# ---- block 1 ----
File: src/rtl/task_admit_arbiter.sv
// task_admit_arbiter: vPIFO front-end scheduler.
// Admits one push/pop task per cycle into round-robin TaskFIFO lanes.
//
// Ports:
//   i_clk, i_arst_n     clock, async active-low reset
//   i_push, i_pop       per-tree requests, held until o_ready
//   i_push_data         per-tree payload+metadata
//   o_ready             one-hot (or zero) combinational grant
//   o_TaskFIFO_push     registered per-lane write strobe
//   o_TaskFIFO_data     registered per-lane task word
//   i_TaskFIFO_full     per-lane full flag
//   o_tree_count        per-tree occupancy
//   o_pop_drop(_tree)   pulse + tree id for a pop on an empty tree
module task_admit_arbiter #(
   parameter int PTW      = 16,
   parameter int MTW      = 16,
   parameter int LEVEL    = 4,
   parameter int TREE_NUM = 4,
   parameter int TREE_CAP = 1024,
   localparam int TNB     = $clog2(TREE_NUM),
   localparam int CNTW    = $clog2(TREE_CAP + 1),
   localparam int TDW     = PTW + MTW + 2 * TNB + 2
) (
   input  logic                i_clk,
   input  logic                i_arst_n,
   input  logic [TREE_NUM-1:0] i_push,
   input  logic [TREE_NUM-1:0] i_pop,
   input  logic [PTW+MTW-1:0]  i_push_data [0:TREE_NUM-1],
   output logic [TREE_NUM-1:0] o_ready,
   output logic [LEVEL-1:0]    o_TaskFIFO_push,
   output logic [TDW-1:0]      o_TaskFIFO_data [0:LEVEL-1],
   input  logic [LEVEL-1:0]    i_TaskFIFO_full,
   output logic [CNTW-1:0]     o_tree_count [0:TREE_NUM-1],
   output logic                o_pop_drop,
   output logic [TNB-1:0]      o_pop_drop_tree
);

   localparam int DW = PTW + MTW;
   localparam int LW = (LEVEL > 1) ? $clog2(LEVEL) : 1;

   logic [TREE_NUM-1:0] tree_elig;
   logic [LEVEL-1:0]    lane_elig;
   logic [TNB-1:0]      tree_ptr, win, tcand, tree_nxt;
   logic [LW-1:0]       lane_ptr, lane, lcand, lane_nxt;
   logic                win_vld, lane_vld, grant;
   logic                push_b, pop_ok, pop_bad, wr;
   logic [TDW-1:0]      word;
   int                  tsum, lsum;

   // A push into a full tree stalls the whole request, pop included.
   for (genvar t = 0; t < TREE_NUM; t++) begin : g_elig
      assign tree_elig[t] = (i_push[t] | i_pop[t]) &
                            ~(i_push[t] &
                              (o_tree_count[t] == CNTW'(TREE_CAP)));
   end

   // A lane just written is skipped so its full flag can catch up.
   assign lane_elig = ~i_TaskFIFO_full & ~o_TaskFIFO_push;

   always_comb begin
      win     = '0;
      win_vld = 1'b0;
      tsum    = 0;
      tcand   = '0;
      for (int i = 0; i < TREE_NUM; i++) begin
         tsum = int'(tree_ptr) + i;
         if (tsum >= TREE_NUM) tsum = tsum - TREE_NUM;
         tcand = TNB'(tsum);
         if (!win_vld && tree_elig[tcand]) begin
            win     = tcand;
            win_vld = 1'b1;
         end
      end
   end

   always_comb begin
      lane     = '0;
      lane_vld = 1'b0;
      lsum     = 0;
      lcand    = '0;
      for (int i = 0; i < LEVEL; i++) begin
         lsum = int'(lane_ptr) + i;
         if (lsum >= LEVEL) lsum = lsum - LEVEL;
         lcand = LW'(lsum);
         if (!lane_vld && lane_elig[lcand]) begin
            lane     = lcand;
            lane_vld = 1'b1;
         end
      end
   end

   assign grant    = win_vld & lane_vld;
   assign push_b   = i_push[win];
   assign pop_ok   = i_pop[win] & (o_tree_count[win] != '0);
   assign pop_bad  = i_pop[win] & (o_tree_count[win] == '0);
   assign wr       = push_b | pop_ok;
   assign tree_nxt = (win == TNB'(TREE_NUM - 1)) ? '0 : win + 1'b1;
   assign lane_nxt = (lane == LW'(LEVEL - 1)) ? '0 : lane + 1'b1;

   assign word = {push_b, pop_ok,
                  push_b ? win : {TNB{1'b0}},
                  pop_ok ? win : {TNB{1'b0}},
                  push_b ? i_push_data[win] : {DW{1'b0}}};

   always_comb begin
      o_ready = '0;
      if (grant && i_arst_n) o_ready[win] = 1'b1;
   end

   always_ff @(posedge i_clk or negedge i_arst_n) begin
      if (!i_arst_n) begin
         tree_ptr        <= '0;
         lane_ptr        <= '0;
         o_TaskFIFO_push <= '0;
         o_pop_drop      <= 1'b0;
         o_pop_drop_tree <= '0;
         for (int l = 0; l < LEVEL; l++) o_TaskFIFO_data[l] <= '0;
         for (int t = 0; t < TREE_NUM; t++) o_tree_count[t] <= '0;
      end else begin
         o_TaskFIFO_push <= '0;
         o_pop_drop      <= 1'b0;
         if (grant) begin
            tree_ptr <= tree_nxt;
            if (pop_bad) begin
               o_pop_drop      <= 1'b1;
               o_pop_drop_tree <= win;
            end
            // Push and valid pop together leave occupancy unchanged.
            if (push_b && !pop_ok)
               o_tree_count[win] <= o_tree_count[win] + CNTW'(1);
            else if (!push_b && pop_ok)
               o_tree_count[win] <= o_tree_count[win] - CNTW'(1);
            if (wr) begin
               lane_ptr              <= lane_nxt;
               o_TaskFIFO_push[lane] <= 1'b1;
               o_TaskFIFO_data[lane] <= word;
            end
         end
      end
   end

endmodule

File: config.mk
export PLATFORM = sky130hd
export DESIGN_NAME = task_admit_arbiter
export DESIGN_NICKNAME = d
export VERILOG_FILES = /design/src/rtl/task_admit_arbiter.sv
export SDC_FILE = /design/constraint.sdc
export NUM_CORES = 1
export LEC_CHECK = 0
export CAP_MARGIN = 10
export CORE_MARGIN = 2
export CORE_UTILIZATION = 50
export CTS_BUF_LIST = sky130_fd_sc_hd__clkbuf_16
export CTS_CLUSTER_DIAMETER = 30
export DETAILED_ROUTE_END_ITERATION = 6
export MAX_ROUTING_LAYER = met4
export PLACE_DENSITY = 0.86
export SLEW_MARGIN = 20
export SYNTH_ARGS = -nofsm -noshare
export SYNTH_HDL_FRONTEND = slang
export SYNTH_SLANG_ARGS = --single-unit
export TNS_END_PERCENT = 10
File: constraint.sdc
create_clock -name i_clk -period 11.3 [get_ports i_clk]
set_clock_uncertainty 0.2 [all_clocks]
set_input_delay 1.13 -clock i_clk [delete_from_list [all_inputs] [get_ports i_clk]]
set_output_delay 1.13 -clock i_clk [all_outputs]
set_load 0.02 [all_outputs]
==> run notes <==
Here are the numbers from the latest Yosys + OpenROAD run.

The effective utilization at floorplan is 50.7%. The busiest layer in global routing is met2. The number of hold-slack violations in the final timing report is 0. The horizontal die dimension came out at 150 um. The top layer reached by signal wires is met4. The category of the worst setup path launch point is an input port. The flow ran to the end, and the final reports show no timing, DRC or antenna violations. The source of the critical timing path is i_push[0].

The count of buffering cells on the critical path with inverters included is 4. After synthesis, the cell types taking the most area are sky130_fd_sc_hd__dfrtp_1, sky130_fd_sc_hd__nand2_1, sky130_fd_sc_hd__o21ai_1. The share of Yosys cell area claimed by the top area cell type came out at 48.9%. The worst setup margin is 4.09 ns. The fraction of final layout cells with drive strength greater than 1 came out at 7.38%. As logged by OpenROAD, the buffers inserted on ports number 348.

The pre-CTS setup check shows a worst slack of 3.66 ns. The leakage power came out at 6.69 nW. 910 cells are multi-input combinational gates. The total clock buffers created by CTS is 36. The initial antenna violation count is 2. The layout clock buffer count came out at 37. After clock tree synthesis, the flow added hold-fix buffers numbering 0. The congestion estimate from routability-driven global placement came to 0.962. The share of the clock period used by the worst path after layout is 63.8%.

The number of well taps is 275. The number of buffers inserted to repair setup after CTS came out at 0. Multi-input gates account for 32.8% of the area. Measured against the total synthesized area, the mux share comes to 6.71%.

The power density of the placed cells came out at 361 mW/mm^2. The startpoint identified for the worst register-to-register timing path is o_tree_count[32]$_DFFE_PN0P_. The maximum fanout encountered on the critical timing path came out at 54. The number of filler instances in the final layout came out at 1507. The power in combinational cells is 3.20 mW. The number of gates on the worst path with buffers counted is 17.

Looking at hold timing, the worst path starts from o_TaskFIFO_data[147]$_DFFE_PN0P_. For this sky-water flow run, the detailed-routed wirelength per cell is reported as 21.2 um. The stat command in Yosys gives a chip area of 0.0106 sq mm.

The share of total power in combinational logic came out at 57.9%. The worst slack on hold paths came out at 0.278 ns. For reference, XOR and XNOR gates occupy 0.413% of the area reported after synthesis.
## sequential cells by signal (all words and copies together) (netlist names), named ones only
name and flops:
tree_ptr 2, o_pop_drop_tree 2, o_tree_count 40, lane_ptr 2, o_TaskFIFO_push 4, o_TaskFIFO_data 152, o_pop_drop 1
## worst register-to-register path: cells and delay by family (launching register included)
family	cells	cell delay, ns
adders and majority gates	1	0.37
muxes	2	0.89
DFF	1	0.54
and+or+nand+nor	6	2.45
AOI/OAI and AO/OA	4	1.23
buffers and inverters	3	1.17
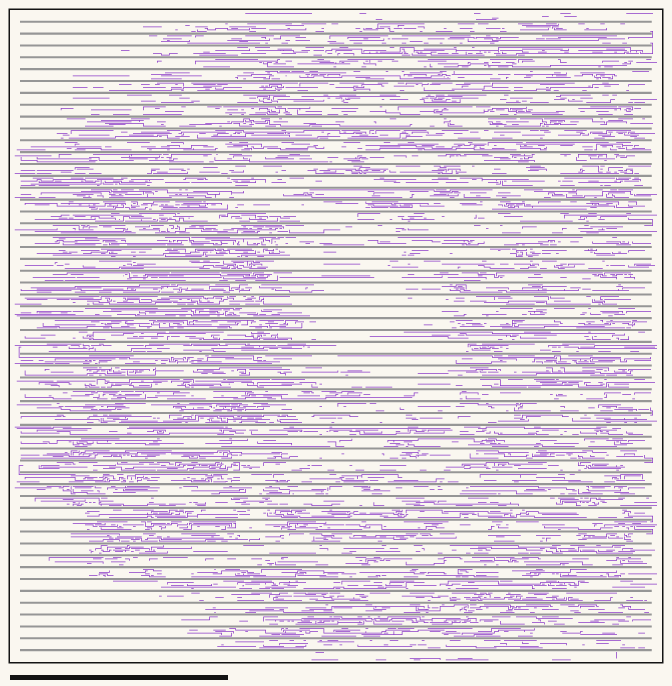
*Metal 1, block 1*
The bar under the picture is 50 um long. Supply wires on this layer in gray.
share of all routed wire: 37%
wire length on this layer: 14300 um
nets with wire on the layer: 1495
main direction: horizontal
met1 track utilization from global routing: 42.2%
total wire length: 38900 um
DR vias: 10900

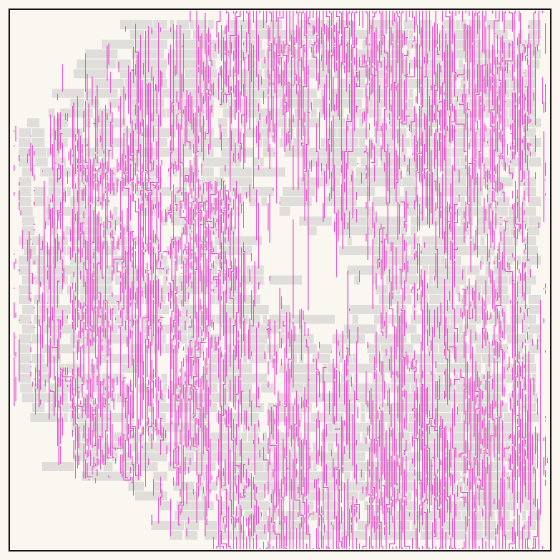
*Metal 2, block 1*
share of all routed wire: 47%
wire length on this layer: 18400 um
main direction: vertical
nets with wire on the layer: 1429
met2 Use GR: 54.8%

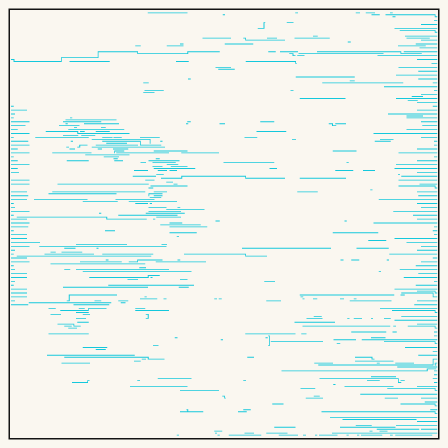
*Met3 routing, block 1*
longest straight run: 50.8 um
wire length on this layer: 3890 um
share of all routed wire: 10%
nets with wire on the layer: 315
met3 Track Usage GR: 7.53%


# ---- block 2 ----
==> config.mk <==
export PLATFORM = sky130hd
export DESIGN_NAME = spi_rx_byte_capture
export DESIGN_NICKNAME = d
export VERILOG_FILES = /design/src/rtl/spi_rx_byte_capture.sv
export SDC_FILE = /design/constraint.sdc
export NUM_CORES = 1
export LEC_CHECK = 0
export ABC_AREA = 1
export CAP_MARGIN = 20
export CORE_MARGIN = 5
export CORE_UTILIZATION = 45
export CTS_CLUSTER_SIZE = 30
export DETAILED_ROUTE_END_ITERATION = 10
export HOLD_SLACK_MARGIN = 0.05
export PLACE_DENSITY = 0.68
export SETUP_SLACK_MARGIN = 0.4
export SLEW_MARGIN = 20
export SYNTH_ARGS = -nofsm -noshare
export SYNTH_HDL_FRONTEND = slang
export SYNTH_SLANG_ARGS = --single-unit
==> constraint.sdc <==
create_clock -name clk -period 1.7 [get_ports clk]
set_input_delay 0.34 -clock clk [delete_from_list [all_inputs] [get_ports clk]]
set_output_delay 0.34 -clock clk [all_outputs]
set_load 0.01 [all_outputs]
==> src/rtl/spi_rx_byte_capture.sv <==
// SPI slave receiver: synchronizes SCLK/MOSI/SS_n into clk, deserializes MOSI
// into DATA_WIDTH-bit words and holds the last complete word on data_out.
// Optional MISO echo of the previous word: define SPI_RX_MISO_ECHO_EN.
// SYNC_STAGES legal range is 2..3; DATA_WIDTH must be at least 2.
module spi_rx_byte_capture #(
  parameter int unsigned DATA_WIDTH  = 8,
  parameter int unsigned CPOL        = 0,
  parameter int unsigned CPHA        = 0,
  parameter int unsigned SYNC_STAGES = 2,
  parameter int unsigned MSB_FIRST   = 1
) (
  input  logic                  clk,
  input  logic                  reset_n,
  input  logic                  spi_sclk,
  input  logic                  spi_mosi,
  input  logic                  spi_ss_n,
  output logic                  spi_miso,
  output logic                  spi_miso_oe,
  output logic [DATA_WIDTH-1:0] data_out,
  output logic                  data_valid,
  output logic                  frame_active,
  output logic [7:0]            byte_count,
  output logic                  short_frame
);

  localparam int unsigned CNT_W = (DATA_WIDTH > 1) ? $clog2(DATA_WIDTH) : 1;
  localparam int unsigned BC_W  = 8;
  localparam logic [CNT_W-1:0] LAST_BIT  = CNT_W'(DATA_WIDTH - 1);
  localparam logic             SCLK_IDLE = 1'(CPOL);
  localparam logic             SAMPLE_ON_RISE = (CPOL == CPHA);

  typedef enum logic [0:0] {
    S_IDLE   = 1'b0,
    S_ACTIVE = 1'b1
  } state_e;

  logic [SYNC_STAGES-1:0] sclk_sync_q, sclk_sync_d;
  logic [SYNC_STAGES-1:0] mosi_sync_q, mosi_sync_d;
  logic [SYNC_STAGES-1:0] ss_sync_q, ss_sync_d;
  logic                   sclk_prev_q, sclk_prev_d;
  logic                   ss_prev_q, ss_prev_d;

  state_e                 state_q, state_d;
  logic [CNT_W-1:0]       bit_cnt_q, bit_cnt_d;
  logic [DATA_WIDTH-1:0]  shift_q, shift_d;
  logic [DATA_WIDTH-1:0]  data_out_q, data_out_d;
  logic                   data_valid_q, data_valid_d;
  logic [BC_W-1:0]        byte_count_q, byte_count_d;
  logic                   short_frame_q, short_frame_d;

  logic                   sclk_s, mosi_s, ss_s;
  logic                   sclk_rise, sclk_fall, sample_edge;
  logic                   ss_fall, ss_rise;
  logic [DATA_WIDTH-1:0]  word_c;

  // Synchronizer chains and edge-history next values
  always_comb begin
    sclk_sync_d = {sclk_sync_q[SYNC_STAGES-2:0], spi_sclk};
    mosi_sync_d = {mosi_sync_q[SYNC_STAGES-2:0], spi_mosi};
    ss_sync_d   = {ss_sync_q[SYNC_STAGES-2:0], spi_ss_n};
    sclk_prev_d = sclk_s;
    ss_prev_d   = ss_s;
  end

  // Synchronizer and history flops; ss_n resets as "selected" so a frame
  // always needs a fresh ss_n fall after reset, SCLK resets to its idle level
  always_ff @(posedge clk or negedge reset_n) begin
    if (!reset_n) begin
      sclk_sync_q <= {SYNC_STAGES{SCLK_IDLE}};
      mosi_sync_q <= '0;
      ss_sync_q   <= '0;
      sclk_prev_q <= SCLK_IDLE;
      ss_prev_q   <= 1'b0;
    end else begin
      sclk_sync_q <= sclk_sync_d;
      mosi_sync_q <= mosi_sync_d;
      ss_sync_q   <= ss_sync_d;
      sclk_prev_q <= sclk_prev_d;
      ss_prev_q   <= ss_prev_d;
    end
  end

  assign sclk_s      = sclk_sync_q[SYNC_STAGES-1];
  assign mosi_s      = mosi_sync_q[SYNC_STAGES-1];
  assign ss_s        = ss_sync_q[SYNC_STAGES-1];
  assign sclk_rise   = sclk_s & ~sclk_prev_q;
  assign sclk_fall   = ~sclk_s & sclk_prev_q;
  assign sample_edge = SAMPLE_ON_RISE ? sclk_rise : sclk_fall;
  assign ss_fall     = ~ss_s & ss_prev_q;
  assign ss_rise     = ss_s & ~ss_prev_q;

  // Word as it would look with the current synchronized MOSI bit shifted in
  assign word_c = (MSB_FIRST != 0) ? {shift_q[DATA_WIDTH-2:0], mosi_s}
                                   : {mosi_s, shift_q[DATA_WIDTH-1:1]};

  // Frame FSM next-state and datapath; word completion wins over ss_n rise
  always_comb begin
    state_d       = state_q;
    bit_cnt_d     = bit_cnt_q;
    shift_d       = shift_q;
    data_out_d    = data_out_q;
    data_valid_d  = 1'b0;
    byte_count_d  = byte_count_q;
    short_frame_d = short_frame_q;

    unique case (state_q)
      S_IDLE: begin
        bit_cnt_d = '0;
        if (ss_fall) begin
          state_d       = S_ACTIVE;
          byte_count_d  = '0;
          short_frame_d = 1'b0;
          shift_d       = '0;
        end
      end
      S_ACTIVE: begin
        if (sample_edge) begin
          shift_d = word_c;
          if (bit_cnt_q == LAST_BIT) begin
            data_out_d   = word_c;
            data_valid_d = 1'b1;
            bit_cnt_d    = '0;
            if (byte_count_q != {BC_W{1'b1}}) begin
              byte_count_d = byte_count_q + BC_W'(1);
            end
          end else begin
            bit_cnt_d = bit_cnt_q + CNT_W'(1);
          end
        end
        if (ss_rise) begin
          state_d = S_IDLE;
          if (bit_cnt_d != '0) begin
            short_frame_d = 1'b1;
          end
          bit_cnt_d = '0;
        end
      end
      default: state_d = S_IDLE;
    endcase
  end

  // Frame FSM state and output registers
  always_ff @(posedge clk or negedge reset_n) begin
    if (!reset_n) begin
      state_q       <= S_IDLE;
      bit_cnt_q     <= '0;
      shift_q       <= '0;
      data_out_q    <= '0;
      data_valid_q  <= 1'b0;
      byte_count_q  <= '0;
      short_frame_q <= 1'b0;
    end else begin
      state_q       <= state_d;
      bit_cnt_q     <= bit_cnt_d;
      shift_q       <= shift_d;
      data_out_q    <= data_out_d;
      data_valid_q  <= data_valid_d;
      byte_count_q  <= byte_count_d;
      short_frame_q <= short_frame_d;
    end
  end

  assign data_out     = data_out_q;
  assign data_valid   = data_valid_q;
  assign byte_count   = byte_count_q;
  assign short_frame  = short_frame_q;
  assign frame_active = (state_q == S_ACTIVE);

`ifdef SPI_RX_MISO_ECHO_EN
  logic [DATA_WIDTH-1:0] tx_q, tx_d;
  logic                  shift_edge;

  assign shift_edge = SAMPLE_ON_RISE ? sclk_fall : sclk_rise;

  // Echo shifter: reload the last completed word at each word boundary
  always_comb begin
    tx_d = tx_q;
    if (state_q == S_IDLE) begin
      if (ss_fall) begin
        tx_d = data_out_q;
      end
    end else if (shift_edge) begin
      if (bit_cnt_q == '0) begin
        tx_d = data_out_q;
      end else begin
        tx_d = (MSB_FIRST != 0) ? {tx_q[DATA_WIDTH-2:0], 1'b0}
                                : {1'b0, tx_q[DATA_WIDTH-1:1]};
      end
    end
  end

  // Echo shifter register
  always_ff @(posedge clk or negedge reset_n) begin
    if (!reset_n) begin
      tx_q <= '0;
    end else begin
      tx_q <= tx_d;
    end
  end

  assign spi_miso    = (MSB_FIRST != 0) ? tx_q[DATA_WIDTH-1] : tx_q[0];
  assign spi_miso_oe = frame_active;
`else
  assign spi_miso    = 1'b0;
  assign spi_miso_oe = 1'b0;
`endif

endmodule

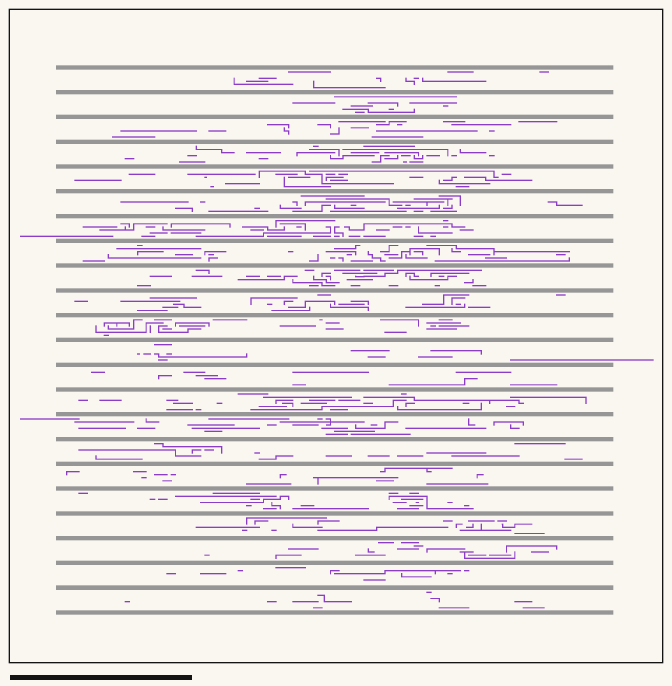
*Metal 1, block 2*
The bar under the picture is 20 um long. Supply wires on this layer in gray.
main direction: horizontal
longest straight run: 20.2 um
nets with wire on the layer: 200
wire length on this layer: 1420 um
met1 track utilization from global routing: 18.7%
total wire length: 3530 um
DR vias: 1333

==> run notes <==
Here are the numbers from the latest Yosys + OpenROAD run.

The flow ran to the end, and the final reports show no timing, DRC or antenna violations. The pre-CTS setup slack came out at 0.218 ns. The total setup violations reported at the end of the flow is 0. The via density per instance came out at 4.96. Per STA, the worst path is made up of dlygate4sd2_1. The total I/O pin count came out at 26. The post-placement cell count came out at 244.

The highest clock rate this design can be run at is 766 MHz. For the sequential group, total power comes out at 0.963 mW. The area of all placed cells without fillers came out at 0.00231 sq mm. Non-clock inverters in the final layout number 22. The number of distinct library cells after synthesis is 25. The pin count of the biggest net entering global routing is 38.

The detailed-route wire length on metal 1 came out at 1420 um. The net switching power of the design came out at 0.576 mW. The share of total power in combinational logic came out at 19.3%. The per-instance average area after synthesis came out at 9.75 sq um.

The cell count of the worst reg-to-reg path came out at 8. The synthesized-area fraction occupied by and/or/nand/nor cells came out at 23.3%. The initial antenna violation count came out at 0. The overall chip area is 0.00512 sq mm. The sequential fraction of total cell area is 40.4%. The sum of met2 wire segment lengths after detailed routing is 1820 um. The power density of the placed cells is 916 mW/mm^2.

The detailed-route wire length per cell is 13.1 um. STA lists the maximum fanout along the critical path as 2. During tapcell insertion the tool placed 48 well taps. The register share after synthesis came out at 54.3%. Following the worst setup path forward leads to its endpoint at byte_count[0]. The site row count is 22.

The register area is 933 sq um. The internal power of the cells totals 1.54 mW. After the first detailed-routing iteration, the DRC count stood at 131.
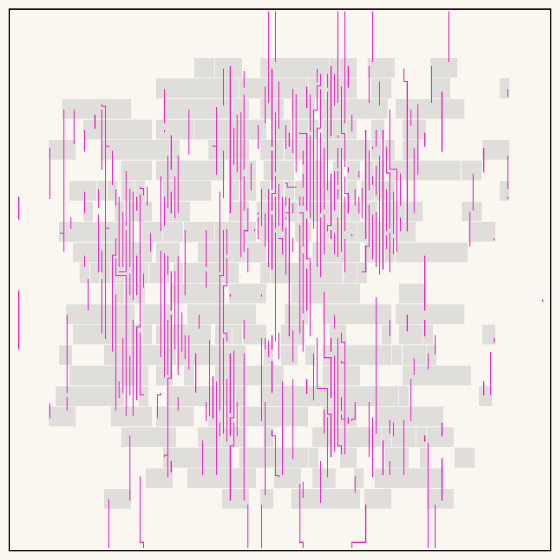
*Metal 2, block 2*
wire length on this layer: 1820 um
share of all routed wire: 52%
main direction: vertical
nets with wire on the layer: 195
met2 Use GR: 23.7%

==> worst register-to-register path, stage by stage, from the launching register on <==
cell and delay (ns):
sky130_fd_sc_hd__dfrtp_1 0.39, sky130_fd_sc_hd__buf_6 0.13, sky130_fd_sc_hd__ha_4 0.16, sky130_fd_sc_hd__nand2_4 0.07
sky130_fd_sc_hd__nor2_4 0.05, sky130_fd_sc_hd__nand3_4 0.09, sky130_fd_sc_hd__nand3_4 0.15, sky130_fd_sc_hd__nand2_2 0.11
sky130_fd_sc_hd__nand2_2 0.04

# ---- block 3 ----
$ cat src/rtl/mmio_port_bank.sv
// Memory-mapped I/O port bank: per-channel output latches with strobes and
// per-channel input FIFOs, overlaid on the data-memory address space.

module mmio_port_chan #(
   parameter int WIDTH = 16,
   parameter int DEPTH = 4
) (
   input  logic             clock,
   input  logic             reset,
   input  logic             sel,
   input  logic             wr,
   input  logic             rd,
   input  logic [WIDTH-1:0] wr_data,
   input  logic [WIDTH-1:0] push_data,
   input  logic             push_valid,
   output logic             ready,
   output logic [WIDTH-1:0] head,
   output logic             nonempty,
   output logic             full,
   output logic [WIDTH-1:0] out_data,
   output logic             out_strobe
);
   localparam int AW = $clog2(DEPTH);

   logic [WIDTH-1:0] mem [DEPTH];
   logic [AW-1:0]    wp, rp;
   logic [AW:0]      count;
   logic             push, pop;

   assign nonempty = (count != '0);
   assign full     = (count == (AW+1)'(DEPTH));
   assign ready    = ~full;
   assign push     = push_valid & ~full;
   assign pop      = sel & rd & nonempty;
   assign head     = nonempty ? mem[rp] : '0;

   // Storage is never cleared; it is unobservable while the FIFO is empty.
   always_ff @(posedge clock)
      if (push) mem[wp] <= push_data;

   always_ff @(posedge clock or posedge reset) begin
      if (reset) begin
         wp    <= '0;
         rp    <= '0;
         count <= '0;
      end else begin
         if (push) wp <= wp + AW'(1);
         if (pop)  rp <= rp + AW'(1);
         case ({push, pop})
            2'b10:   count <= count + (AW+1)'(1);
            2'b01:   count <= count - (AW+1)'(1);
            default: count <= count;
         endcase
      end
   end

   always_ff @(posedge clock or posedge reset) begin
      if (reset) begin
         out_data   <= '0;
         out_strobe <= 1'b0;
      end else begin
         out_strobe <= sel & wr;
         if (sel & wr) out_data <= wr_data;
      end
   end
endmodule

module mmio_port_bank #(
   parameter int          WIDTH    = 16,
   parameter int          CHANNELS = 4,
   parameter int          DEPTH    = 4,
   parameter int unsigned IO_BASE  = 'h00F8
) (
   input  logic                      clock,
   input  logic                      reset,
   input  logic [WIDTH-1:0]          addr,
   input  logic [WIDTH-1:0]          wr_data,
   input  logic                      mem_write,
   input  logic                      mem_read,
   input  logic [WIDTH-1:0]          mem_rdata,
   output logic                      mem_write_out,
   output logic [WIDTH-1:0]          rd_data,
   input  logic [CHANNELS*WIDTH-1:0] in_data,
   input  logic [CHANNELS-1:0]       in_valid,
   output logic [CHANNELS-1:0]       in_ready,
   output logic [CHANNELS*WIDTH-1:0] out_data,
   output logic [CHANNELS-1:0]       out_strobe
);
   logic [CHANNELS-1:0]            ch_sel, nonempty, full;
   logic [CHANNELS-1:0][WIDTH-1:0] heads, outs;
   logic                           stat_sel;
   logic [WIDTH-1:0]               status;

   assign stat_sel      = (addr == WIDTH'(IO_BASE + CHANNELS));
   assign mem_write_out = mem_write & ~(|ch_sel | stat_sel);
   assign out_data      = outs;

   for (genvar k = 0; k < CHANNELS; k++) begin : g_ch
      assign ch_sel[k] = (addr == WIDTH'(IO_BASE + k));

      mmio_port_chan #(.WIDTH(WIDTH), .DEPTH(DEPTH)) u_chan (
         .clock      (clock),
         .reset      (reset),
         .sel        (ch_sel[k]),
         .wr         (mem_write),
         .rd         (mem_read),
         .wr_data    (wr_data),
         .push_data  (in_data[k*WIDTH +: WIDTH]),
         .push_valid (in_valid[k]),
         .ready      (in_ready[k]),
         .head       (heads[k]),
         .nonempty   (nonempty[k]),
         .full       (full[k]),
         .out_data   (outs[k]),
         .out_strobe (out_strobe[k])
      );
   end

   always_comb begin
      status                         = '0;
      status[CHANNELS-1:0]           = nonempty;
      status[2*CHANNELS-1:CHANNELS]  = full;
   end

   always_comb begin
      rd_data = mem_rdata;
      if (stat_sel) rd_data = status;
      for (int k = 0; k < CHANNELS; k++)
         if (ch_sel[k]) rd_data = heads[k];
   end
endmodule

$ cat config.mk
export PLATFORM = sky130hd
export DESIGN_NAME = mmio_port_bank
export DESIGN_NICKNAME = d
export VERILOG_FILES = /design/src/rtl/mmio_port_bank.sv
export SDC_FILE = /design/constraint.sdc
export NUM_CORES = 1
export LEC_CHECK = 0
export ABC_CLOCK_PERIOD_IN_PS = 3800
export CAP_MARGIN = 10
export CORE_ASPECT_RATIO = 1.4
export CORE_MARGIN = 4
export CORE_UTILIZATION = 45
export DETAILED_ROUTE_END_ITERATION = 7
export GPL_TIMING_DRIVEN = 0
export PLACE_DENSITY = 0.68
export SYNTH_ARGS = -nofsm -noshare
export SYNTH_HDL_FRONTEND = slang
export SYNTH_SLANG_ARGS = --single-unit
$ cat constraint.sdc
create_clock -name clock -period 3.8 [get_ports clock]
set_input_delay 0.38 -clock clock [delete_from_list [all_inputs] [get_ports clock]]
set_output_delay 0.38 -clock clock [all_outputs]
set_load 0.05 [all_outputs]
==> run notes <==
Here are the numbers from the latest Yosys + OpenROAD run.

The classification of the worst-slack hold path is input port to asynchronous set/reset pin. Setup repair after global routing left no endpoint under its margin. The flow ran to the end, and the final reports show no timing, DRC or antenna violations. The cell count after synthesis came out at 782. The cell count of the worst reg-to-reg path is 11.

The number of multi-input logic gates is 356. The family with the most delay on the worst path is buffers and inverters. The fraction of final layout cells with drive strength greater than 1 is 22.4%.

The flip-flop count of the largest register after layout is 256. Per the OpenROAD floorplan log, the width of the die is 160 um. The worst setup margin came out at 0.140 ns. In this run the critical register-to-register path is captured at g_ch[0].u_chan.count[2]$_DFFE_PP0P_. The number of maximum-capacitance constraint violations came out at 0.

The buffer_ports step reported a buffer count of 206. The aggregate global-route resource usage is 18.8%. The slew at the pin closest to its max-slew limit is 0.926 ns.
layer usage:
metal | vias up | part of all wire [%] | GRT usage (%)
li1 | 3537 | - | -
met1 | 4043 | 40 | 24.1
met2 | 285 | 51 | 32.1
met3 | 60 | 5.8 | 3.63
met4 | 2 | 3.3 | 6.61
met5 | - | 0.033 | 0
power breakdown:
group          switching (mW)  internal (mW)
Sequential              0.196           4.86
Combinational           0.922          0.541
Clock                    1.42           1.91
Total                    2.54           7.31
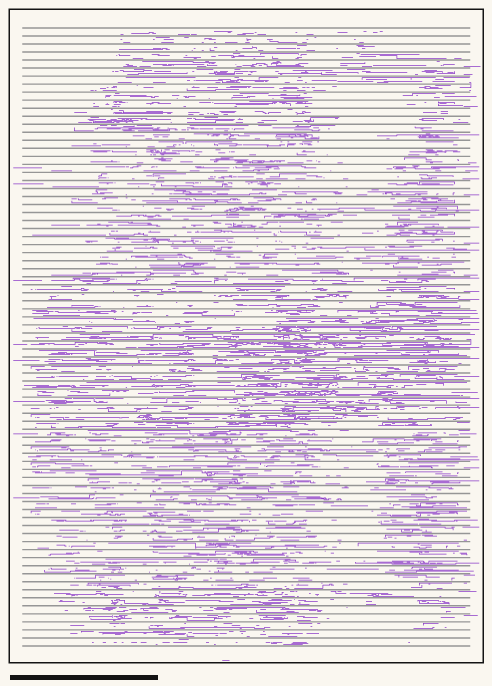
*Metal 1, block 3*
The bar under the picture is 50 um long. Supply wires on this layer in gray.
wire length on this layer: 13500 um
longest straight run: 52.9 um
nets with wire on the layer: 1054
main direction: horizontal
share of all routed wire: 40%
DR vias: 7927
met1 track utilization from global routing: 24.1%
total wire length: 33700 um



==> gallery <==
Congestion heat map.
(a)
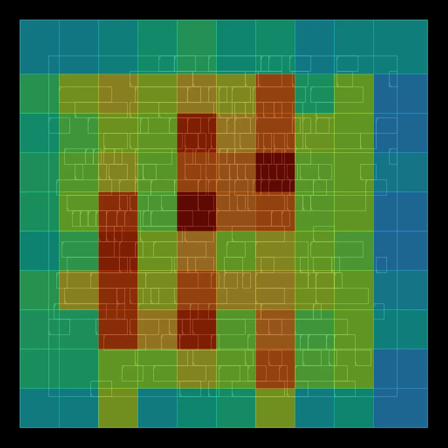
(b)
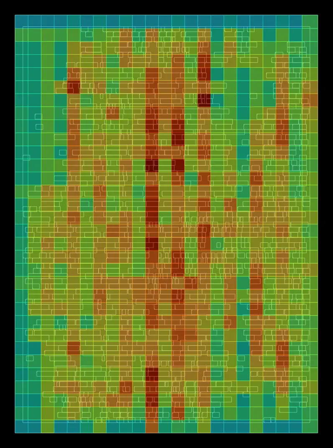
(c)
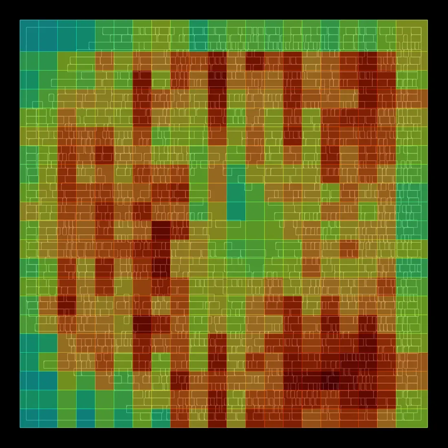
The one with the least wire per cell is (a).
The one with the lowest track usage is (a).
For block 2, see (a).
For block 3, see (b).
For block 1, see (c).

Power is estimated from default activity; no workload was simulated.
